# block 1

### Logic cells by family, block 1

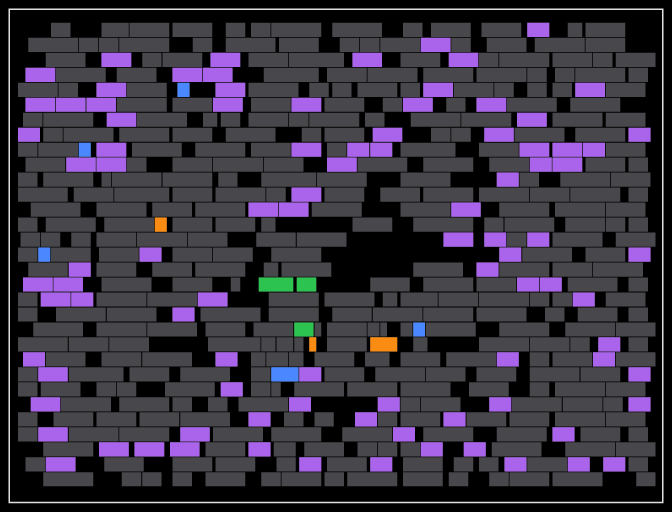
### Clock network drawn from the DEF, block 1

Bar = 20 um.
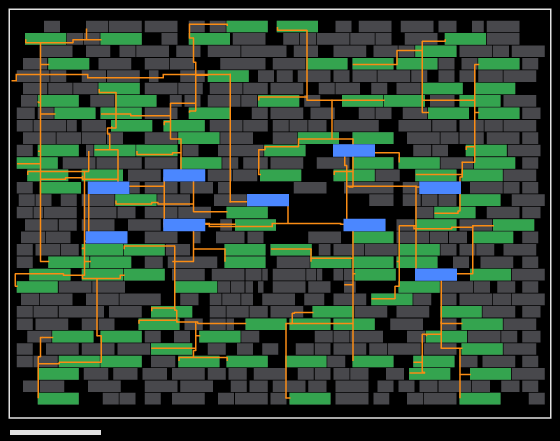
### src/rtl/apb_master_fsm.sv
// APB master: turns a valid/ready request stream into APB SETUP/ACCESS transfers
// over three decoded peripheral windows and returns a one-cycle response pulse.
module apb_master_fsm #(
    parameter int ADDR_W = 32,
    parameter int DATA_W = 32
) (
    input  logic              hclk,
    input  logic              hresetn,
    input  logic              req_valid,
    input  logic              req_write,
    input  logic [ADDR_W-1:0] req_addr,
    input  logic [DATA_W-1:0] req_wdata,
    output logic              req_ready,
    output logic [2:0]        pselx,
    output logic              penable,
    output logic              pwrite,
    output logic [ADDR_W-1:0] paddr,
    output logic [DATA_W-1:0] pwdata,
    input  logic [DATA_W-1:0] prdata,
    output logic [DATA_W-1:0] rd_data,
    output logic              resp_valid,
    output logic              resp_err
);

    typedef enum logic [1:0] {
        ST_IDLE   = 2'd0,
        ST_SETUP  = 2'd1,
        ST_ACCESS = 2'd2,
        ST_ERR    = 2'd3
    } state_t;

    state_t            state_q, state_d;
    logic [2:0]        psel_q, psel_d;
    logic              penable_q, penable_d;
    logic              pwrite_q, pwrite_d;
    logic [ADDR_W-1:0] paddr_q, paddr_d;
    logic [DATA_W-1:0] pwdata_q, pwdata_d;
    logic [DATA_W-1:0] rd_data_q, rd_data_d;
    logic              resp_valid_q, resp_valid_d;
    logic              resp_err_q, resp_err_d;
    logic              accept_s;
    logic [2:0]        dec_s;

    // Three 64 MiB windows starting at 0x8000_0000; anything else is a decode failure.
    function automatic logic [2:0] addr_decode(input logic [ADDR_W-1:0] addr);
        logic [63:0] a;
        a = 64'(addr);
        if (a >= 64'h0000_0000_8000_0000 && a < 64'h0000_0000_8400_0000) begin
            addr_decode = 3'b001;
        end else if (a >= 64'h0000_0000_8400_0000 && a < 64'h0000_0000_8800_0000) begin
            addr_decode = 3'b010;
        end else if (a >= 64'h0000_0000_8800_0000 && a < 64'h0000_0000_8C00_0000) begin
            addr_decode = 3'b100;
        end else begin
            addr_decode = 3'b000;
        end
    endfunction

    assign req_ready  = (state_q == ST_IDLE) || (state_q == ST_ACCESS);
    assign accept_s   = req_valid && req_ready;
    assign dec_s      = addr_decode(req_addr);

    assign pselx      = psel_q;
    assign penable    = penable_q;
    assign pwrite     = pwrite_q;
    assign paddr      = paddr_q;
    assign pwdata     = pwdata_q;
    assign rd_data    = rd_data_q;
    assign resp_valid = resp_valid_q;
    assign resp_err   = resp_err_q;

    // Next-state and next-output logic for the transfer sequencer.
    always_comb begin
        state_d      = state_q;
        psel_d       = psel_q;
        penable_d    = 1'b0;
        pwrite_d     = pwrite_q;
        paddr_d      = paddr_q;
        pwdata_d     = pwdata_q;
        rd_data_d    = rd_data_q;
        resp_valid_d = 1'b0;
        resp_err_d   = 1'b0;
        case (state_q)
            ST_IDLE, ST_ACCESS: begin
                if (state_q == ST_ACCESS) begin
                    resp_valid_d = 1'b1;
                    if (!pwrite_q) begin
                        rd_data_d = prdata;
                    end else begin
                        rd_data_d = rd_data_q;
                    end
                end else begin
                    resp_valid_d = 1'b0;
                end
                // A new request can chain directly off the end of ACCESS.
                if (accept_s) begin
                    if (dec_s != 3'b000) begin
                        state_d  = ST_SETUP;
                        psel_d   = dec_s;
                        pwrite_d = req_write;
                        paddr_d  = req_addr;
                        pwdata_d = req_wdata;
                    end else begin
                        state_d = ST_ERR;
                        psel_d  = 3'b000;
                    end
                end else begin
                    state_d = ST_IDLE;
                    psel_d  = 3'b000;
                end
            end
            ST_SETUP: begin
                state_d   = ST_ACCESS;
                penable_d = 1'b1;
            end
            ST_ERR: begin
                state_d      = ST_IDLE;
                psel_d       = 3'b000;
                resp_valid_d = 1'b1;
                resp_err_d   = 1'b1;
            end
            default: begin
                state_d = ST_IDLE;
                psel_d  = 3'b000;
            end
        endcase
    end

    // State and output registers; reset aborts any transfer without a response.
    always_ff @(posedge hclk or negedge hresetn) begin
        if (!hresetn) begin
            state_q      <= ST_IDLE;
            psel_q       <= 3'b000;
            penable_q    <= 1'b0;
            pwrite_q     <= 1'b0;
            paddr_q      <= {ADDR_W{1'b0}};
            pwdata_q     <= {DATA_W{1'b0}};
            rd_data_q    <= {DATA_W{1'b0}};
            resp_valid_q <= 1'b0;
            resp_err_q   <= 1'b0;
        end else begin
            state_q      <= state_d;
            psel_q       <= psel_d;
            penable_q    <= penable_d;
            pwrite_q     <= pwrite_d;
            paddr_q      <= paddr_d;
            pwdata_q     <= pwdata_d;
            rd_data_q    <= rd_data_d;
            resp_valid_q <= resp_valid_d;
            resp_err_q   <= resp_err_d;
        end
    end

endmodule

### config.mk
export PLATFORM = sky130hd
export DESIGN_NAME = apb_master_fsm
export DESIGN_NICKNAME = d
export VERILOG_FILES = /design/src/rtl/apb_master_fsm.sv
export SDC_FILE = /design/constraint.sdc
export NUM_CORES = 1
export LEC_CHECK = 0
export CAP_MARGIN = 10
export CORE_ASPECT_RATIO = 0.75
export CORE_UTILIZATION = 40
export CTS_CLUSTER_SIZE = 14
export DETAILED_ROUTE_END_ITERATION = 6
export PLACE_DENSITY = 0.84
export SYNTH_ARGS = -nofsm -noshare
export SYNTH_HDL_FRONTEND = slang
export SYNTH_SLANG_ARGS = --single-unit
### constraint.sdc
create_clock -name hclk -period 1.7 [get_ports hclk]
set_input_delay 0.34 -clock hclk [delete_from_list [all_inputs] [get_ports hclk]]
set_output_delay 0.34 -clock hclk [all_outputs]
set_load 0.1 [all_outputs]
==> out/notes.md <==
Of all the cell area in the finished design, non-clock buffers hold 44.00%. The worst setup path startpoint was req_addr[28]. The internal portion of the total power is 7.024 mW.

Setup violations remaining at the end of the flow were counted as 36. The final hold violation count recorded for this run is 0. The run gives 53.59% for the ratio of cells with drive above 1 in the final layout.

Family with the most delay on the worst path: simple AND/OR/NAND/NOR gates. The power drawn by the clock network is 2.19 mW. In the Yosys stats the netlist draws on 18 distinct library cells. Headroom to the max-slew limit came out at 68.97%.

The critical path is of the input port to register type. The smallest setup slack after layout came out at -67.57 ps. The share of total power dissipated in combinational logic is 54.9%. The count of instantiated cells in the yosys netlist was 227. For the total number of placement rows, the log shows 31. Looking at the reg2reg group, the worst path ends at pwdata[22]$_DFFE_PN0P_. The warning tally printed by Yosys for this design is 0.

In the floorplan report the effective utilization is 41.58%. Of the total synthesized cell area, the portion taken by full adders, half adders and majority gates is 0%. Once the clock tree was built, the resizer swapped 22 gates to a different size.

The registers of the reported paths see a clock transition of 70 ps. In this run the horizontal extent of the chip is 118.4 um. The most critical setup path has its endpoint at pwdata[22]$_DFFE_PN0P_. The flow ran to the end, but the final reports show violations.

The checks that failed: negative setup slack. The tools report the clock tree buffer depth as 2. At the end of routability-driven placement, the weighted congestion stood at 0.7452. The tree is rooted in a sky130_fd_sc_hd__clkbuf_16.

The run gives 0.004064 mm2 for the netlist area before placement.
About 'Logic cells by family' of block 1:
family	color	cells
and/or cells	blue	5
nand cells	orange	3
non-inverting ao/oa cells	green	3
mux cells	purple	93

About 'Clock network drawn from the DEF' of block 1:
[clock drivers] blue | count: 9
[clock wires] orange | length: 1,160 um
[flip-flops] green | count: 105
routed clock nets	10
flops lie	all over the die


# block 2

**src/rtl/stopwatch_run_ctrl_if.sv**
```systemverilog
// Button/counter-facing signal bundle of the stopwatch run/lap/clear sequencer.
// The master drives the raw buttons and cnt_max; the slave is the sequencer.
interface stopwatch_run_ctrl_if #(
    parameter int unsigned LAP_DEPTH = 4
);
    localparam int unsigned IDX_W = $clog2(LAP_DEPTH);

    logic             btn_ss;
    logic             btn_lap;
    logic             btn_clr;
    logic             cnt_max;
    logic             tick;
    logic             cnt_clr;
    logic             lap_wr;
    logic [IDX_W-1:0] lap_idx;
    logic             disp_sel;
    logic [1:0]       ctrl_state;

    modport master (
        output btn_ss, btn_lap, btn_clr, cnt_max,
        input  tick, cnt_clr, lap_wr, lap_idx, disp_sel, ctrl_state
    );

    modport slave (
        input  btn_ss, btn_lap, btn_clr, cnt_max,
        output tick, cnt_clr, lap_wr, lap_idx, disp_sel, ctrl_state
    );
endinterface

```
**src/rtl/stopwatch_run_ctrl.sv**
```systemverilog
// Stopwatch run/lap/clear sequencer: debounced button events drive a 4-state
// mode machine that produces the count tick, counter clear, lap strobe and display select.
module stopwatch_run_ctrl #(
    parameter int unsigned TICK_DIV   = 1_000_000,
    parameter int unsigned DEB_CYCLES = 500_000,
    parameter int unsigned LAP_DEPTH  = 4
) (
    input  logic                 clk,
    input  logic                 RST,
    stopwatch_run_ctrl_if.slave  bus
);
    localparam int unsigned NBTN  = 3;
    localparam int unsigned PRE_W = $clog2(TICK_DIV);
    localparam int unsigned DEB_W = $clog2(DEB_CYCLES + 1);
    localparam int unsigned IDX_W = $clog2(LAP_DEPTH);
    localparam int unsigned B_SS  = 0;
    localparam int unsigned B_LAP = 1;
    localparam int unsigned B_CLR = 2;

    typedef enum logic [1:0] {
        ST_IDLE     = 2'b00,
        ST_RUN      = 2'b01,
        ST_PAUSE    = 2'b10,
        ST_LAP_HOLD = 2'b11
    } state_e;

    logic [NBTN-1:0]  btn_raw;
    logic [NBTN-1:0]  sync1_q, sync1_d;
    logic [NBTN-1:0]  sync2_q, sync2_d;
    logic [NBTN-1:0]  lvl_q, lvl_d;
    logic [NBTN-1:0]  lvl_prev_q, lvl_prev_d;
    logic [NBTN-1:0]  ev_q, ev_d;
    logic [DEB_W-1:0] deb_cnt_q [NBTN];
    logic [DEB_W-1:0] deb_cnt_d [NBTN];

    state_e           state_q, state_d;
    logic [PRE_W-1:0] presc_q, presc_d;
    logic [IDX_W-1:0] lap_idx_q, lap_idx_d;
    logic             lap_wr_q, lap_wr_d;
    logic             rec_lap;
    logic             running;
    logic             at_top;
    logic             tick_c;

    assign btn_raw = {bus.btn_clr, bus.btn_lap, bus.btn_ss};

    // Button front end: synchronize, debounce, then register the rising edge of the accepted level.
    always_comb begin
        sync1_d    = btn_raw;
        sync2_d    = sync1_q;
        lvl_d      = lvl_q;
        lvl_prev_d = lvl_q;
        ev_d       = lvl_q & ~lvl_prev_q;
        for (int i = 0; i < NBTN; i++) begin
            deb_cnt_d[i] = '0;
            if (sync2_q[i] != lvl_q[i]) begin
                if (deb_cnt_q[i] + DEB_W'(1) == DEB_W'(DEB_CYCLES)) begin
                    lvl_d[i] = sync2_q[i];
                end else begin
                    deb_cnt_d[i] = deb_cnt_q[i] + DEB_W'(1);
                end
            end
        end
    end

    // Mode machine; the first matching rule per state wins.
    always_comb begin
        state_d = state_q;
        rec_lap = 1'b0;
        case (state_q)
            ST_IDLE: begin
                if (ev_q[B_SS]) state_d = ST_RUN;
            end
            ST_RUN: begin
                if (bus.cnt_max) begin
                    state_d = ST_PAUSE;
                end else if (ev_q[B_SS]) begin
                    state_d = ST_PAUSE;
                end else if (ev_q[B_LAP]) begin
                    state_d = ST_LAP_HOLD;
                    rec_lap = 1'b1;
                end
            end
            ST_LAP_HOLD: begin
                if (bus.cnt_max) begin
                    state_d = ST_PAUSE;
                end else if (ev_q[B_CLR]) begin
                    state_d = ST_RUN;
                end else if (ev_q[B_SS]) begin
                    state_d = ST_PAUSE;
                end else if (ev_q[B_LAP]) begin
                    rec_lap = 1'b1;
                end
            end
            ST_PAUSE: begin
                if (ev_q[B_CLR]) begin
                    state_d = ST_IDLE;
                end else if (ev_q[B_SS] && !bus.cnt_max) begin
                    state_d = ST_RUN;
                end
            end
        endcase
    end

    // Prescaler and lap index; PAUSE freezes the prescaler so resume keeps the tick phase.
    always_comb begin
        running   = (state_q == ST_RUN) || (state_q == ST_LAP_HOLD);
        at_top    = (presc_q == PRE_W'(TICK_DIV - 1));
        tick_c    = running && at_top && !bus.cnt_max;
        presc_d   = presc_q;
        lap_idx_d = lap_idx_q;
        lap_wr_d  = rec_lap;
        if (state_d == ST_IDLE) begin
            presc_d = '0;
        end else if (running) begin
            presc_d = at_top ? '0 : presc_q + PRE_W'(1);
        end
        if (state_d == ST_IDLE) begin
            lap_idx_d = '0;
        end else if (lap_wr_q) begin
            lap_idx_d = lap_idx_q + IDX_W'(1);
        end
    end

    always_ff @(posedge clk) begin
        if (RST) begin
            sync1_q    <= '0;
            sync2_q    <= '0;
            lvl_q      <= '0;
            lvl_prev_q <= '0;
            ev_q       <= '0;
            for (int i = 0; i < NBTN; i++) deb_cnt_q[i] <= '0;
            state_q    <= ST_IDLE;
            presc_q    <= '0;
            lap_idx_q  <= '0;
            lap_wr_q   <= 1'b0;
        end else begin
            sync1_q    <= sync1_d;
            sync2_q    <= sync2_d;
            lvl_q      <= lvl_d;
            lvl_prev_q <= lvl_prev_d;
            ev_q       <= ev_d;
            for (int i = 0; i < NBTN; i++) deb_cnt_q[i] <= deb_cnt_d[i];
            state_q    <= state_d;
            presc_q    <= presc_d;
            lap_idx_q  <= lap_idx_d;
            lap_wr_q   <= lap_wr_d;
        end
    end

    assign bus.tick       = tick_c;
    assign bus.cnt_clr    = (state_q == ST_IDLE);
    assign bus.disp_sel   = (state_q == ST_LAP_HOLD);
    assign bus.ctrl_state = state_q;
    assign bus.lap_wr     = lap_wr_q;
    assign bus.lap_idx    = lap_idx_q;
endmodule
```
**src/flat_wrapper.sv**
```systemverilog
// flat-port wrapper written by rule: the top's interface ports become plain ports
module stopwatch_run_ctrl_flat 
#(
    parameter int unsigned TICK_DIV   = 1_000_000,
    parameter int unsigned DEB_CYCLES = 500_000,
    parameter int unsigned LAP_DEPTH  = 4
)
  (clk, RST, bus_btn_ss, bus_btn_lap, bus_btn_clr, bus_cnt_max, bus_tick, bus_cnt_clr, bus_lap_wr, bus_lap_idx, bus_disp_sel, bus_ctrl_state);
  stopwatch_run_ctrl_if #(.LAP_DEPTH(LAP_DEPTH)) bus_i ();
  input  logic clk;
  input  logic RST;
  input wire logic [$bits(bus_i.btn_ss)-1:0] bus_btn_ss;
  input wire logic [$bits(bus_i.btn_lap)-1:0] bus_btn_lap;
  input wire logic [$bits(bus_i.btn_clr)-1:0] bus_btn_clr;
  input wire logic [$bits(bus_i.cnt_max)-1:0] bus_cnt_max;
  output wire logic [$bits(bus_i.tick)-1:0] bus_tick;
  output wire logic [$bits(bus_i.cnt_clr)-1:0] bus_cnt_clr;
  output wire logic [$bits(bus_i.lap_wr)-1:0] bus_lap_wr;
  output wire logic [$bits(bus_i.lap_idx)-1:0] bus_lap_idx;
  output wire logic [$bits(bus_i.disp_sel)-1:0] bus_disp_sel;
  output wire logic [$bits(bus_i.ctrl_state)-1:0] bus_ctrl_state;
  assign bus_i.btn_ss = bus_btn_ss;
  assign bus_i.btn_lap = bus_btn_lap;
  assign bus_i.btn_clr = bus_btn_clr;
  assign bus_i.cnt_max = bus_cnt_max;
  assign bus_tick = bus_i.tick;
  assign bus_cnt_clr = bus_i.cnt_clr;
  assign bus_lap_wr = bus_i.lap_wr;
  assign bus_lap_idx = bus_i.lap_idx;
  assign bus_disp_sel = bus_i.disp_sel;
  assign bus_ctrl_state = bus_i.ctrl_state;
  stopwatch_run_ctrl #(.TICK_DIV(TICK_DIV), .DEB_CYCLES(DEB_CYCLES), .LAP_DEPTH(LAP_DEPTH)) u_core (.clk(clk), .RST(RST), .bus(bus_i));
endmodule
```
**config.mk**
```make
export PLATFORM = sky130hd
export DESIGN_NAME = stopwatch_run_ctrl_flat
export DESIGN_NICKNAME = d
export VERILOG_FILES = /design/src/rtl/stopwatch_run_ctrl_if.sv /design/src/rtl/stopwatch_run_ctrl.sv /design/src/flat_wrapper.sv
export SDC_FILE = /design/constraint.sdc
export NUM_CORES = 1
export LEC_CHECK = 0
export CORE_MARGIN = 2
export CORE_UTILIZATION = 60
export DETAILED_ROUTE_END_ITERATION = 12
export PLACE_DENSITY = 0.78
export REMOVE_ABC_BUFFERS = 1
export SYNTH_ARGS = -nofsm -noshare
export SYNTH_HDL_FRONTEND = slang
export SYNTH_SLANG_ARGS = --single-unit
```
**constraint.sdc**
```tcl
create_clock -name clk -period 6.36 [get_ports clk]
set_clock_uncertainty 0.05 [all_clocks]
set_input_delay 1.272 -clock clk [delete_from_list [all_inputs] [get_ports clk]]
set_output_delay 1.272 -clock clk [all_outputs]
set_load 0.01 [all_outputs]
```
### Logic cells by family, block 2

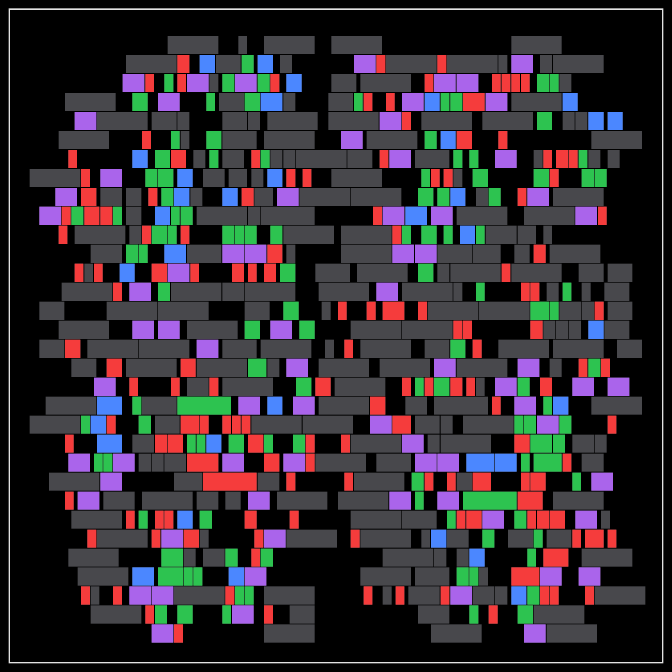
family	color	cells	where
xor and xnor cells	purple	72	all over the die
nor cells	red	146	all over the die
and/or cells	blue	35	all over the die
nand cells	green	112	all over the die

==> out/notes.md <==
The run finished with clean final reports. The largest individual stage delay along the critical path comes from the cell sky130_fd_sc_hd__clkdlybuf4s50_1. The routed length on met1 came out at 4285 um.

With the floorplan core area at 0.007727 mm2, the number of buffers created by CTS is 9. The script parses the final routing iteration and logs DRC violations as 0. The routing layer with the top usage in global route was met2.

In the synthesized netlist the dominant register cell turns out to be sky130_fd_sc_hd__dfxtp_1. Main power-consuming group: registers. The run gives 0 for the final antenna diode count. The hold-critical path depth was 1. According to the report, the first pass of detailed routing completed in 4 iterations. The run gives 0.611 mW as the power drawn by the sequential cells. The family with the most delay on the worst path is buffers and inverters.

Of the total power, registers draw 60.7%.

# block 3

===== src/rtl/serial_arith_pkg.sv =====
// serial_arith_pkg: shared FSM state encoding and width limits for the bit-serial arithmetic blocks
package serial_arith_pkg;
  typedef enum logic [1:0] {
    ST_IDLE = 2'd0,
    ST_RUN  = 2'd1,
    ST_DONE = 2'd2
  } state_t;
  localparam int WIDTH_MIN = 2;
  localparam int WIDTH_MAX = 32;
endpackage


===== src/rtl/serial_fa_cell.sv =====
// serial_fa_cell: combinational 1-bit full adder built from two half-adder stages and an OR
// Ports: a, b, ci (in) operand bits and carry-in; s (out) sum bit; co (out) carry-out
module serial_fa_cell (
  input  logic a,
  input  logic b,
  input  logic ci,
  output logic s,
  output logic co
);
  logic s1, c1, c2;
  assign s1 = a ^ b;
  assign c1 = a & b;
  assign s  = s1 ^ ci;
  assign c2 = s1 & ci;
  assign co = c1 | c2;
endmodule


===== src/rtl/serial_adder.sv =====
// serial_adder: bit-serial WIDTH-bit adder, LSB first, one bit per clock, valid/ready on both sides
// Ports: clk, rst (async, active-high); in_valid/in_ready with a, b, cin sampled on accept;
//        out_valid/out_ready with sum, cout held from DONE entry until the next DONE;
//        busy high in RUN or DONE; ovf (signed overflow) only when SERIAL_ADDER_OVF_EN is defined
module serial_adder
  import serial_arith_pkg::*;
#(
  parameter int WIDTH = 8
) (
  input  logic             clk,
  input  logic             rst,
  input  logic             in_valid,
  output logic             in_ready,
  input  logic [WIDTH-1:0] a,
  input  logic [WIDTH-1:0] b,
  input  logic             cin,
  output logic             out_valid,
  input  logic             out_ready,
  output logic [WIDTH-1:0] sum,
  output logic             cout,
`ifdef SERIAL_ADDER_OVF_EN
  output logic             ovf,
`endif
  output logic             busy
);
  localparam int CW = $clog2(WIDTH);
  if (WIDTH < WIDTH_MIN || WIDTH > WIDTH_MAX) begin : g_bad_width
    $error("serial_adder: WIDTH out of range");
  end
  state_t state, nxt;
  logic [WIDTH-1:0] a_sr, b_sr, s_sr;
  logic [CW-1:0] cnt;
  logic carry, s, c, last;
  serial_fa_cell u_fa (
    .a (a_sr[0]),
    .b (b_sr[0]),
    .ci(carry),
    .s (s),
    .co(c)
  );
  assign last      = (state == ST_RUN) && (cnt == CW'(WIDTH - 1));
  assign in_ready  = state == ST_IDLE;
  assign out_valid = state == ST_DONE;
  assign busy      = state != ST_IDLE;
  always_comb begin
    nxt = state;
    case (state)
      ST_IDLE: nxt = in_valid ? ST_RUN : ST_IDLE;
      ST_RUN:  nxt = last ? ST_DONE : ST_RUN;
      ST_DONE: nxt = out_ready ? ST_IDLE : ST_DONE;
      default: nxt = ST_IDLE;
    endcase
  end
  always_ff @(posedge clk or posedge rst) begin
    if (rst) begin
      state <= ST_IDLE;
      a_sr  <= '0;
      b_sr  <= '0;
      s_sr  <= '0;
      carry <= 1'b0;
      cnt   <= '0;
      sum   <= '0;
      cout  <= 1'b0;
    end else begin
      state <= nxt;
      if (in_valid && in_ready) begin
        a_sr  <= a;
        b_sr  <= b;
        s_sr  <= '0;
        carry <= cin;
        cnt   <= '0;
      end else if (state == ST_RUN) begin
        a_sr  <= a_sr >> 1;
        b_sr  <= b_sr >> 1;
        s_sr  <= {s, s_sr[WIDTH-1:1]};
        carry <= c;
        cnt   <= last ? cnt : cnt + 1'b1;
      end
      // Outputs are published only on DONE entry, so they include the final bit directly
      if (last) begin
        sum  <= {s, s_sr[WIDTH-1:1]};
        cout <= c;
      end
    end
  end
`ifdef SERIAL_ADDER_OVF_EN
  // On the last RUN cycle carry holds the carry into the MSB and c is the carry out of it
  always_ff @(posedge clk or posedge rst) begin
    if (rst) ovf <= 1'b0;
    else if (last) ovf <= carry ^ c;
  end
`endif
endmodule

===== config.mk =====
export PLATFORM = sky130hd
export DESIGN_NAME = serial_adder
export DESIGN_NICKNAME = d
export VERILOG_FILES = /design/src/rtl/serial_arith_pkg.sv /design/src/rtl/serial_fa_cell.sv /design/src/rtl/serial_adder.sv
export SDC_FILE = /design/constraint.sdc
export NUM_CORES = 1
export LEC_CHECK = 0
export ABC_AREA = 1
export CAP_MARGIN = 20
export CORE_MARGIN = 2
export CORE_UTILIZATION = 51
export DETAILED_ROUTE_END_ITERATION = 7
export PLACE_DENSITY_LB_ADDON = 0.05
export SYNTH_ARGS = -nofsm -noshare
export SYNTH_HDL_FRONTEND = slang
export SYNTH_SLANG_ARGS = --single-unit

===== constraint.sdc =====
create_clock -name clk -period 1.5 [get_ports clk]
set_input_delay 0.225 -clock clk [delete_from_list [all_inputs] [get_ports clk]]
set_output_delay 0.225 -clock clk [all_outputs]
set_load 0.005 [all_outputs]

==> out/notes.md <==
For this design, the slowest cell found on the critical path is sky130_fd_sc_hd__clkdlybuf4s50_1. The length in cells of the worst reg-to-reg path works out to 5. With the total via count in the routed design at 1,380, the floorplan core area is 0.003284 mm2.

Per the timing report, the most critical flop-to-flop path finishes at cnt[0]$_DFFE_PP0P_. Across all stage logs, warnings added up to 26. The run finished with clean final reports. Worst setup path endpoint: sum[0]. The dominant cell by count in the synthesized netlist is sky130_fd_sc_hd__nand2_1. The synthesized area per cell is 9.330 um2. The count of final hold-check violations is 0.

The largest registers in the layout are a_sr (8), b_sr (8), sum (8). The power consumption was 3.820 mW; the HPWL after detailed placement was 2508 um. For this run, the detailed router's first-pass iteration total came to 4.

The detailed router reports a met2 wire length of 1755 um. In this run the core area contains 21 standard-cell rows. The combinational power is 1.66 mW. Type of the worst min-delay path: input port to asynchronous set/reset pin. Summing all multi-input logic gate instances after layout gives 658.1 um2. With the fraction of post-synthesis cell area in the top cell type by area at 55.39%, the initial antenna violation count is 0.

The hold buffer count at cts is 0, and the portion of the post-synthesis area used by sequential elements is 55.39%. In the synthesis report, Yosys lists the chip area as 0.001717 mm2. The switching portion of total power comes to 38.29%.

In the layout the tool counted multi-input logic cells amounting to 125. On the final layout, the worst hold slack is 238.5 ps. The final layout report lists a clock buffer count of 5. Non-clock buffers in the final layout number 45.
### Track usage over the die, block 3

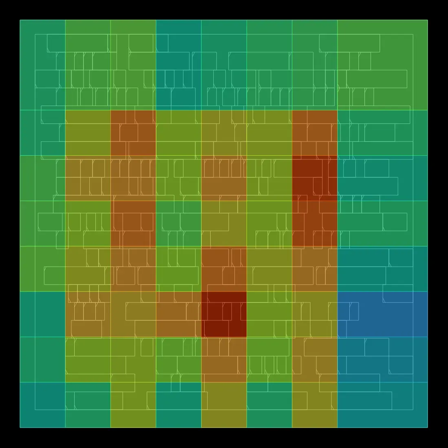
post-route core utilization: 66.48%
met1 Use GR: 25.80%
peak-usage layer in the global routing report: met2
Overall Global Routing Usage: 20.25%
met2 GRT Util: 33.93%

### Sequential cells grouped by signal name, block 3

Bar = 20 um. Other sequential cells in the stronger gray, the rest of the logic in the fainter gray.
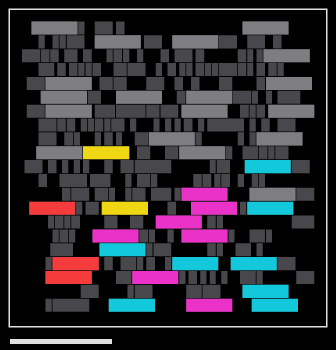
signal	color	sequential cells
cnt	red	3
sum	cyan	8
s_sr	magenta	7
state	yellow	2
not colored	18
reported sequential group power: 1.66 mW
Storage cell area: 950.9 um2
register share of the cell area: 43.55%


# block 4

[src/rtl/swap_pipe.sv]
// swap_pipe: registered valid/ready lane permuter (pass, pair swap, reverse, rotate).
// The beat is permuted combinationally and captured on accept, so a held beat
// never changes when mode/rot move afterwards.
// Optional build macro SWAP_PIPE_SKID_EN adds a one-entry skid buffer. With it,
// in_ready is a flop output and capacity is two beats.
module swap_pipe #(
    parameter int WIDTH = 32,
    parameter int LANES = 4,
    parameter int CNT_W = 16
) (
    input  logic                       clk,
    input  logic                       reset_n,
    input  logic                       in_valid,
    output logic                       in_ready,
    input  logic [LANES*WIDTH-1:0]     in_data,
    input  logic [1:0]                 mode,
    input  logic [$clog2(LANES)-1:0]   rot,
    output logic                       out_valid,
    input  logic                       out_ready,
    output logic [LANES*WIDTH-1:0]     out_data,
    output logic [CNT_W-1:0]           xfer_cnt
);
    localparam int LW = $clog2(LANES);
    localparam int DW = LANES * WIDTH;

    logic          out_valid_q, out_valid_d;
    logic [DW-1:0] out_data_q, out_data_d;
    logic [CNT_W-1:0] xfer_cnt_q, xfer_cnt_d;
    logic [DW-1:0] perm;
    logic          accept;
    logic          drain;

    assign accept = in_valid & in_ready;
    assign drain  = out_valid_q & out_ready;

    // Lane permutation. LANES is a power of two, so LANES-1-i is ~i and the
    // rotate index wraps for free in LW bits.
    always_comb begin
        logic [LW-1:0] dst;
        logic [LW-1:0] src;
        perm = '0;
        for (int i = 0; i < LANES; i++) begin
            dst = LW'(i);
            case (mode)
                2'b00:   src = dst;
                2'b01:   src = dst ^ LW'(1);
                2'b10:   src = ~dst;
                default: src = dst + rot;
            endcase
            perm[i*WIDTH +: WIDTH] = in_data[int'(src)*WIDTH +: WIDTH];
        end
    end

    // Completed output transfer counter, wraps naturally at 2^CNT_W.
    always_comb begin
        xfer_cnt_d = xfer_cnt_q;
        if (drain) xfer_cnt_d = xfer_cnt_q + CNT_W'(1);
    end

`ifdef SWAP_PIPE_SKID_EN
    logic          skid_valid_q, skid_valid_d;
    logic [DW-1:0] skid_data_q, skid_data_d;

    assign in_ready = !skid_valid_q;

    // Output/skid load: a parked skid beat always goes out before any new beat.
    always_comb begin
        out_valid_d  = out_valid_q;
        out_data_d   = out_data_q;
        skid_valid_d = skid_valid_q;
        skid_data_d  = skid_data_q;
        if (!out_valid_q || out_ready) begin
            if (skid_valid_q) begin
                out_valid_d  = 1'b1;
                out_data_d   = skid_data_q;
                skid_valid_d = 1'b0;
            end else if (accept) begin
                out_valid_d = 1'b1;
                out_data_d  = perm;
            end else begin
                out_valid_d = 1'b0;
            end
        end else if (accept) begin
            skid_valid_d = 1'b1;
            skid_data_d  = perm;
        end
    end

    // Skid register state.
    always_ff @(posedge clk or negedge reset_n) begin
        if (!reset_n) begin
            skid_valid_q <= 1'b0;
            skid_data_q  <= '0;
        end else begin
            skid_valid_q <= skid_valid_d;
            skid_data_q  <= skid_data_d;
        end
    end
`else
    assign in_ready = !out_valid_q | out_ready;

    // Output load on accept, clear on drain without accept, otherwise hold.
    always_comb begin
        out_valid_d = out_valid_q;
        out_data_d  = out_data_q;
        if (accept) begin
            out_valid_d = 1'b1;
            out_data_d  = perm;
        end else if (drain) begin
            out_valid_d = 1'b0;
        end
    end
`endif

    // Output register and transfer counter state.
    always_ff @(posedge clk or negedge reset_n) begin
        if (!reset_n) begin
            out_valid_q <= 1'b0;
            out_data_q  <= '0;
            xfer_cnt_q  <= '0;
        end else begin
            out_valid_q <= out_valid_d;
            out_data_q  <= out_data_d;
            xfer_cnt_q  <= xfer_cnt_d;
        end
    end

    assign out_valid = out_valid_q;
    assign out_data  = out_data_q;
    assign xfer_cnt  = xfer_cnt_q;

endmodule

[config.mk]
export PLATFORM = sky130hd
export DESIGN_NAME = swap_pipe
export DESIGN_NICKNAME = d
export VERILOG_FILES = /design/src/rtl/swap_pipe.sv
export SDC_FILE = /design/constraint.sdc
export NUM_CORES = 1
export LEC_CHECK = 0
export CORE_ASPECT_RATIO = 0.6
export CORE_MARGIN = 2
export CORE_UTILIZATION = 47
export CTS_CLUSTER_DIAMETER = 120
export DETAILED_ROUTE_END_ITERATION = 8
export GPL_TIMING_DRIVEN = 0
export PLACE_DENSITY_LB_ADDON = 0.25
export SYNTH_ARGS = -nofsm -noshare
export SYNTH_HDL_FRONTEND = slang
export SYNTH_SLANG_ARGS = --single-unit
[constraint.sdc]
create_clock -name clk -period 2.2 [get_ports clk]
set_clock_uncertainty 0.2 [all_clocks]
set_input_delay 0.66 -clock clk [delete_from_list [all_inputs] [get_ports clk]]
set_output_delay 0.66 -clock clk [all_outputs]
set_load 0.05 [all_outputs]
### Sequential cells grouped by signal name, block 4

Bar = 50 um. Other sequential cells in the stronger gray, the rest of the logic in the fainter gray.
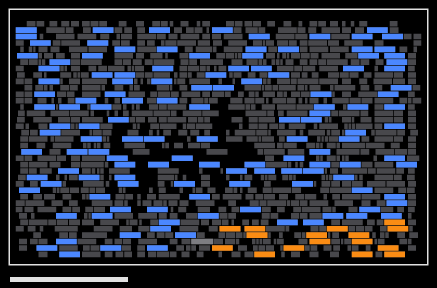
signal	color	sequential cells
xfer_cnt	orange	16
out_data	blue	128
not colored	1
reported sequential group power: 3.57 mW
Storage cell area: 0.003630 mm2

### Track usage over the die, block 4

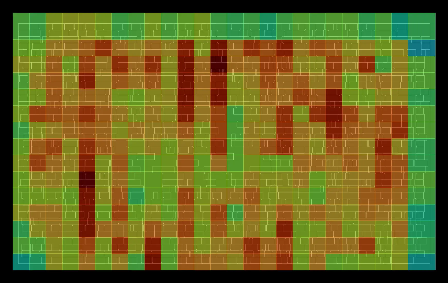
met1 Use GR: 43.78%
peak-usage layer in the global routing report: met2
post-route core utilization: 76.38%
GR Layer Usage met3: 8.227%

### Logic cells by family, block 4

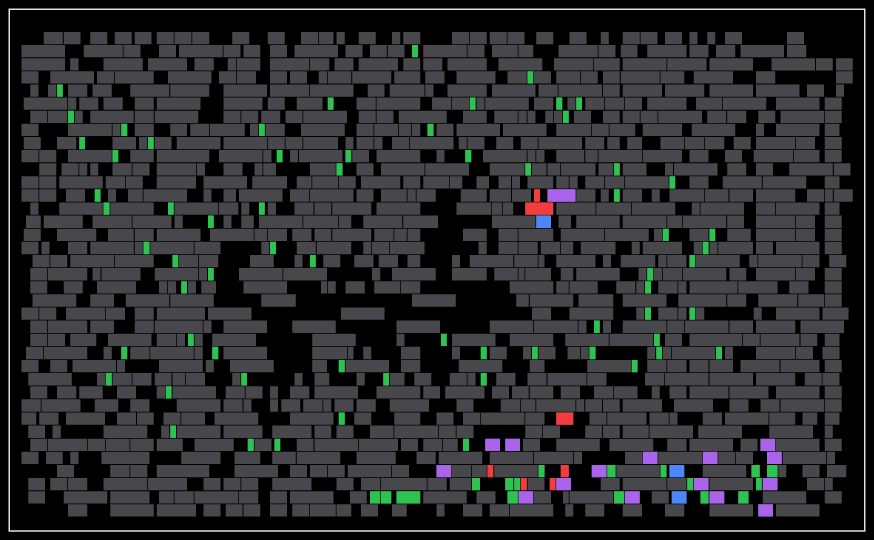
family	color	cells	most used
and/or cells	blue	3	and4_1
xor and xnor cells	purple	16	xnor2_1
nand cells	green	82	nand2_1
nor cells	red	7	nor2_1

==> out/notes.md <==
The number of clock buffers in the layout was 19. The final reports fail on negative setup slack. The routed length on met2 was 13,440 um.

The minimum setup slack among reg-to-reg paths was 340 ps; the top fanout value on the critical path was 5. Hold is met by 7.120 ps. The final antenna diode count was 0. Counting buffers and inverters, the worst setup path is 10 cells deep.

Logic gate fraction of the total cell area: 37.69%. The final timing summary puts the cycle share of the worst path at 109.1%. For reference, the top cells by area after synthesis are sky130_fd_sc_hd__dfrtp_1 43%, sky130_fd_sc_hd__mux2_2 17%, sky130_fd_sc_hd__mux4_2 17%, sky130_fd_sc_hd__mux2i_1 7.9%, sky130_fd_sc_hd__o21ai_0 3.8%.

The run finished, with violations left. STA classifies the critical path endpoint as a register. The script parses the final routing iteration and logs DRC violations as 0. On the critical path, the stage with the largest delay is an instance of sky130_fd_sc_hd__mux2i_1.

The logs give 106 for the final setup violation count and 42.98% for the portion of the post-synthesis area used by sequential elements. The internal power summed over all cells was 7.166 mW; the smallest setup slack after layout was -199.1 ps. The run gives 16 as the buffer count from post-CTS setup fixing. According to the timing report, the critical path is launched from mode[0]. The run gives 0.008443 mm2 as the netlist area before placement.

# block 5

===== config.mk =====
export PLATFORM = sky130hd
export DESIGN_NAME = axil_master
export DESIGN_NICKNAME = d
export VERILOG_FILES = /design/src/rtl/axil_master_pkg.sv /design/src/rtl/axil_master.sv
export SDC_FILE = /design/constraint.sdc
export NUM_CORES = 1
export LEC_CHECK = 0
export ABC_AREA = 0
export CORE_AREA = 8 8 125 127
export DETAILED_ROUTE_END_ITERATION = 8
export DIE_AREA = 0 0 133 135
export PLACE_DENSITY = 0.82
export SLEW_MARGIN = 5
export SYNTH_ARGS = -nofsm -noshare
export SYNTH_HDL_FRONTEND = slang
export SYNTH_SLANG_ARGS = --single-unit

===== constraint.sdc =====
create_clock -name clk -period 2.9 [get_ports clk]
set_clock_uncertainty 0.2 [all_clocks]
set_input_delay 0.58 -clock clk [delete_from_list [all_inputs] [get_ports clk]]
set_output_delay 0.58 -clock clk [all_outputs]
set_load 0.01 [all_outputs]

===== src/rtl/axil_master_pkg.sv =====
// Shared bus widths for the core-to-AXI4-Lite bridge.
// Kept in step with the core's memory bus definitions. The data bus is
// 32 bits, the byte address is 32 bits, and there is one strobe per data byte.
package axil_master_pkg;

  localparam int unsigned MemBusW  = 32;
  localparam int unsigned MemAddrW = 32;
  localparam int unsigned StrbW    = MemBusW / 8;

endpackage


===== src/rtl/axil_master.sv =====
// axil_master: bridges the core's single-outstanding load/store bus to an
// AXI4-Lite master port. The port uses the AW, W, AR and R channels and has
// no B channel. A stalled channel is aborted after TIMEOUT cycles, and the
// abort is reported as an error acknowledge.
//
// Ports
//   clk, rst_n            clock, asynchronous active-low reset
//   req_i/we_i/addr_i/    core request; sampled only while idle
//   wdata_i/sel_i
//   rdata_o/ack_o/err_o   completion: one-cycle ack, err coincident on timeout
//   busy_o                high whenever a transfer is in flight
//   m_axi_aw*/w*/ar*/r*   AXI4-Lite master channels
//
// Every output is a register or a direct copy of a holding register. No
// input has a combinational path to any output.
module axil_master
  import axil_master_pkg::*;
#(
  parameter int unsigned TIMEOUT = 256,
  parameter int unsigned TO_W    = 16
) (
  input  logic                clk,
  input  logic                rst_n,
  input  logic                req_i,
  input  logic                we_i,
  input  logic [MemAddrW-1:0] addr_i,
  input  logic [MemBusW-1:0]  wdata_i,
  input  logic [StrbW-1:0]    sel_i,
  output logic [MemBusW-1:0]  rdata_o,
  output logic                ack_o,
  output logic                err_o,
  output logic                busy_o,
  output logic [MemAddrW-1:0] m_axi_awaddr,
  output logic                m_axi_awvalid,
  input  logic                m_axi_awready,
  output logic [MemBusW-1:0]  m_axi_wdata,
  output logic [StrbW-1:0]    m_axi_wstrb,
  output logic                m_axi_wvalid,
  input  logic                m_axi_wready,
  output logic [MemAddrW-1:0] m_axi_araddr,
  output logic                m_axi_arvalid,
  input  logic                m_axi_arready,
  input  logic [MemBusW-1:0]  m_axi_rdata,
  input  logic                m_axi_rvalid,
  output logic                m_axi_rready
);

  typedef enum logic [2:0] {
    StIdle = 3'd0,
    StWr   = 3'd1,
    StRdA  = 3'd2,
    StRdD  = 3'd3,
    StDone = 3'd4
  } state_e;

  state_e              state_q;
  logic [MemAddrW-1:0] addr_q;
  logic [MemBusW-1:0]  wdata_q;
  logic [StrbW-1:0]    sel_q;
  logic                we_q;
  logic                aw_done_q;
  logic                w_done_q;
  logic [TO_W-1:0]     to_cnt_q;

  logic aw_hs, w_hs, ar_hs, r_hs;
  logic aw_fin, w_fin;
  logic to_expired;

  always_comb begin
    aw_hs      = m_axi_awvalid & m_axi_awready;
    w_hs       = m_axi_wvalid & m_axi_wready;
    ar_hs      = m_axi_arvalid & m_axi_arready;
    r_hs       = m_axi_rvalid & m_axi_rready;
    // A channel counts as finished if it completed earlier or completes this cycle.
    aw_fin     = aw_done_q | aw_hs;
    w_fin      = w_done_q | w_hs;
    to_expired = (to_cnt_q == TO_W'(TIMEOUT - 1));
  end

  // Address, data and strobes are passed through unmodified from the holding registers.
  assign m_axi_awaddr = addr_q;
  assign m_axi_araddr = addr_q;
  assign m_axi_wdata  = wdata_q;
  assign m_axi_wstrb  = sel_q;

  always_ff @(posedge clk or negedge rst_n) begin
    if (!rst_n) begin
      state_q       <= StIdle;
      addr_q        <= '0;
      wdata_q       <= '0;
      sel_q         <= '0;
      we_q          <= 1'b0;
      aw_done_q     <= 1'b0;
      w_done_q      <= 1'b0;
      to_cnt_q      <= '0;
      rdata_o       <= '0;
      ack_o         <= 1'b0;
      err_o         <= 1'b0;
      busy_o        <= 1'b0;
      m_axi_awvalid <= 1'b0;
      m_axi_wvalid  <= 1'b0;
      m_axi_arvalid <= 1'b0;
      m_axi_rready  <= 1'b0;
    end else begin
      case (state_q)
        StIdle: begin
          if (req_i) begin
            addr_q   <= addr_i;
            wdata_q  <= wdata_i;
            sel_q    <= sel_i;
            we_q     <= we_i;
            to_cnt_q <= '0;
            busy_o   <= 1'b1;
            if (we_i) begin
              state_q       <= StWr;
              aw_done_q     <= 1'b0;
              w_done_q      <= 1'b0;
              m_axi_awvalid <= 1'b1;
              m_axi_wvalid  <= 1'b1;
            end else begin
              state_q       <= StRdA;
              m_axi_arvalid <= 1'b1;
            end
          end
        end

        StWr: begin
          if (aw_fin && w_fin) begin
            m_axi_awvalid <= 1'b0;
            m_axi_wvalid  <= 1'b0;
            ack_o         <= 1'b1;
            err_o         <= 1'b0;
            state_q       <= StDone;
          end else if (to_expired) begin
            m_axi_awvalid <= 1'b0;
            m_axi_wvalid  <= 1'b0;
            ack_o         <= 1'b1;
            err_o         <= 1'b1;
            state_q       <= StDone;
          end else begin
            if (aw_hs) begin
              m_axi_awvalid <= 1'b0;
              aw_done_q     <= 1'b1;
            end
            if (w_hs) begin
              m_axi_wvalid <= 1'b0;
              w_done_q     <= 1'b1;
            end
            to_cnt_q <= to_cnt_q + 1'b1;
          end
        end

        StRdA: begin
          if (ar_hs) begin
            m_axi_arvalid <= 1'b0;
            m_axi_rready  <= 1'b1;
            to_cnt_q      <= '0;
            state_q       <= StRdD;
          end else if (to_expired) begin
            m_axi_arvalid <= 1'b0;
            rdata_o       <= '0;
            ack_o         <= 1'b1;
            err_o         <= 1'b1;
            state_q       <= StDone;
          end else begin
            to_cnt_q <= to_cnt_q + 1'b1;
          end
        end

        StRdD: begin
          if (r_hs) begin
            rdata_o      <= m_axi_rdata;
            m_axi_rready <= 1'b0;
            ack_o        <= 1'b1;
            err_o        <= 1'b0;
            state_q      <= StDone;
          end else if (to_expired) begin
            m_axi_rready <= 1'b0;
            rdata_o      <= '0;
            ack_o        <= 1'b1;
            err_o        <= 1'b1;
            state_q      <= StDone;
          end else begin
            to_cnt_q <= to_cnt_q + 1'b1;
          end
        end

        StDone: begin
          ack_o   <= 1'b0;
          err_o   <= 1'b0;
          busy_o  <= 1'b0;
          state_q <= StIdle;
          // A timed-out read leaves rdata_o at zero. Writes leave it untouched.
          if (err_o && !we_q) begin
            rdata_o <= '0;
          end
        end

        default: begin
          m_axi_awvalid <= 1'b0;
          m_axi_wvalid  <= 1'b0;
          m_axi_arvalid <= 1'b0;
          m_axi_rready  <= 1'b0;
          ack_o         <= 1'b0;
          err_o         <= 1'b0;
          busy_o        <= 1'b0;
          state_q       <= StIdle;
        end
      endcase
    end
  end

endmodule


==> out/notes.md <==
The run finished with clean final reports. The placement-stage worst setup slack is 125.3 ps, and the peak ir drop on the vdd network is 614.8 uV. Routed signal wires occupy layers up through met4. The highest clock rate this design can be run at is 412.8 MHz. For reference, the final report shows the hold violation count at 0. The instance count of the mapped netlist came out at 432.

The cell-mix breakdown from Yosys lists the adder-cell area share as 0.2246%. Global routing finished with a remaining overflow of 0. The final cycle utilization of the critical path works out to 83.53%. The tools report the maximum number of pins on one net before global-route repair as 78.

Looking at the max-slew report, the worst-margin pin has a slew of 528.1 ps. Yosys attributes the largest share of cell area to sky130_fd_sc_hd__dfrtp_1 58%, sky130_fd_sc_hd__mux2_2 14%, sky130_fd_sc_hd__a22o_1 5.2%, sky130_fd_sc_hd__buf_4 4.4%, sky130_fd_sc_hd__xor2_1 1.9%. The finished cells cover 0.008618 mm2.

The final antenna diode count was 0. Counting distinct cell types in the post-synthesis netlist gives 48. The number of warning messages in the yosys log was 0.
### Cells colored by class, block 5

Bar = 50 um.
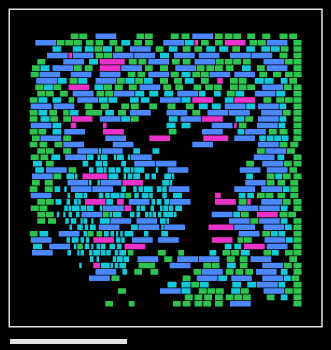
class	color	cells	share of their area
sequential cells	blue	129	38%
combinational and other logic	cyan	246	23%
clock drivers and dummy loads	magenta	32	7.4%
remaining buffers and delay cells	green	259	31%

### Track usage over the die, block 5

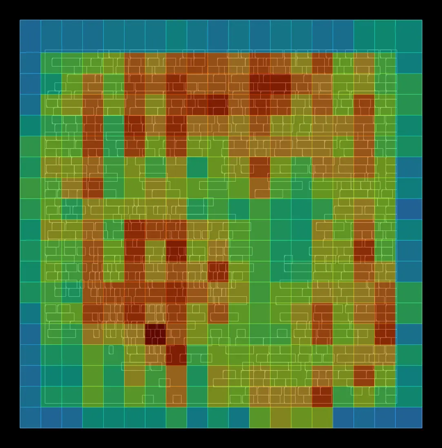
GR Layer Usage met3: 6.612%
Overall Global Routing Usage: 18.70%

### Logic cells by family, block 5

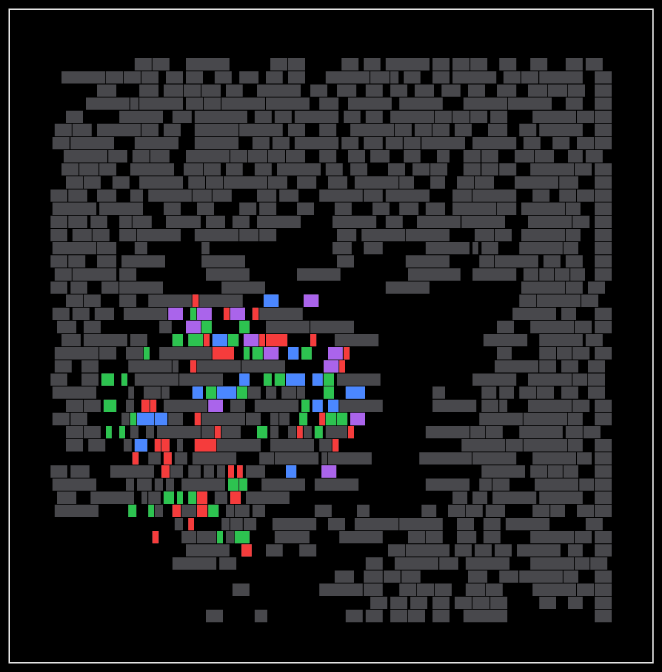
family	color	cells	most used
nor cells	red	34	nor2_1
and/or cells	blue	15	and3_1
nand cells	green	38	nand4_1
xor and xnor cells	purple	12	xor2_1



## Gallery

Clock network drawn from the DEF.
panel A
Bar = 20 um.
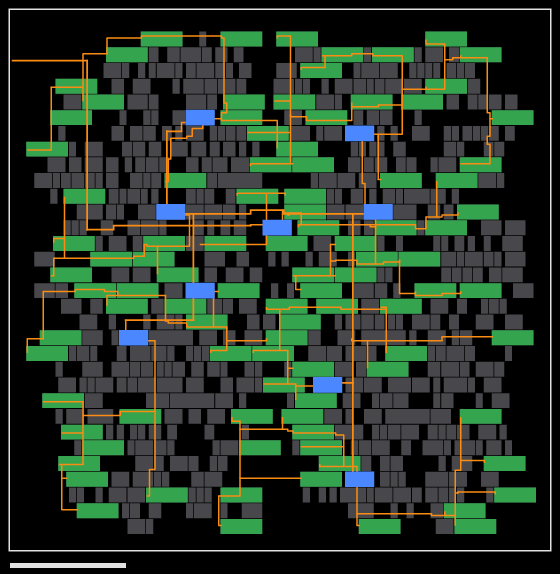
panel B
Bar = 20 um.
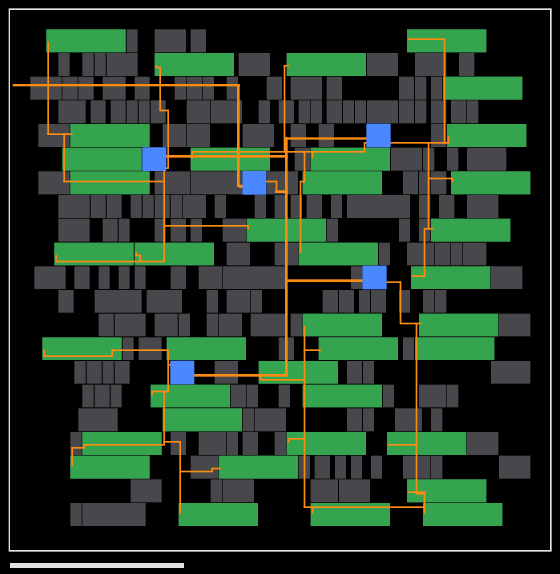
panel C
Bar = 50 um.
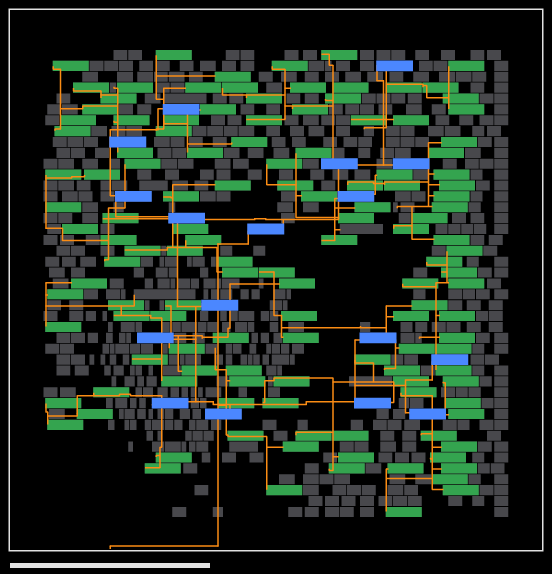
panel D
Bar = 50 um.
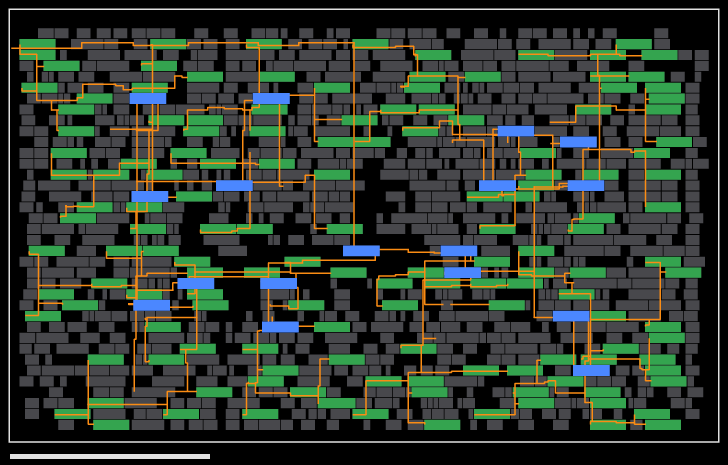
Of these, fewest sequential cells: panel B
Of these, smallest die: panel B
| picture | from |
|---|---|
| panel D | block 4 |
| panel B | block 3 |
| panel A | block 2 |
| panel C | block 5 |


==> notes/layouts.md <==
Pictures saved along the way, in no particular order.

Cells colored by class.
(a)
Bar = 20 um.
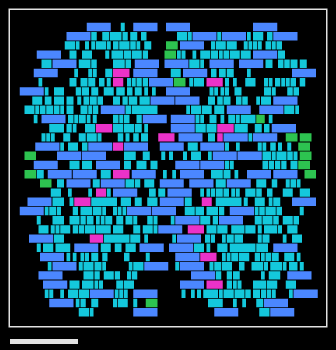
(b)
Bar = 50 um.
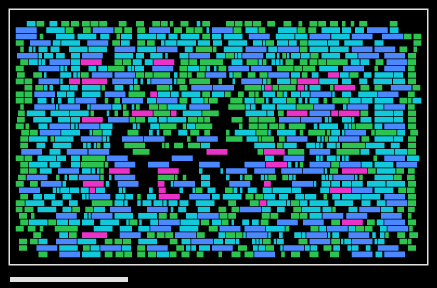
(c)
Bar = 20 um.
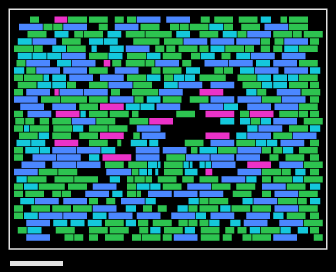
(d)
Bar = 20 um.
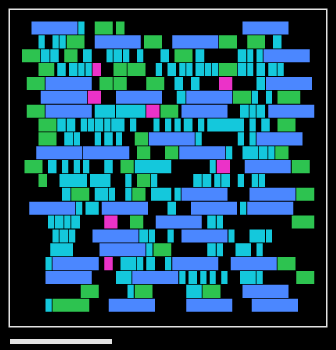
(b) -> block 4
(c) -> block 1
(d) -> block 3
(a) -> block 2

Key to (c):
class	color	cells	share of their area
combinational and other logic	cyan	111	18%
sequential cells	blue	105	33%
clock drivers and dummy loads	magenta	15	4.1%
remaining buffers and delay cells	green	228	45%

Power is estimated from default activity; no workload was simulated.
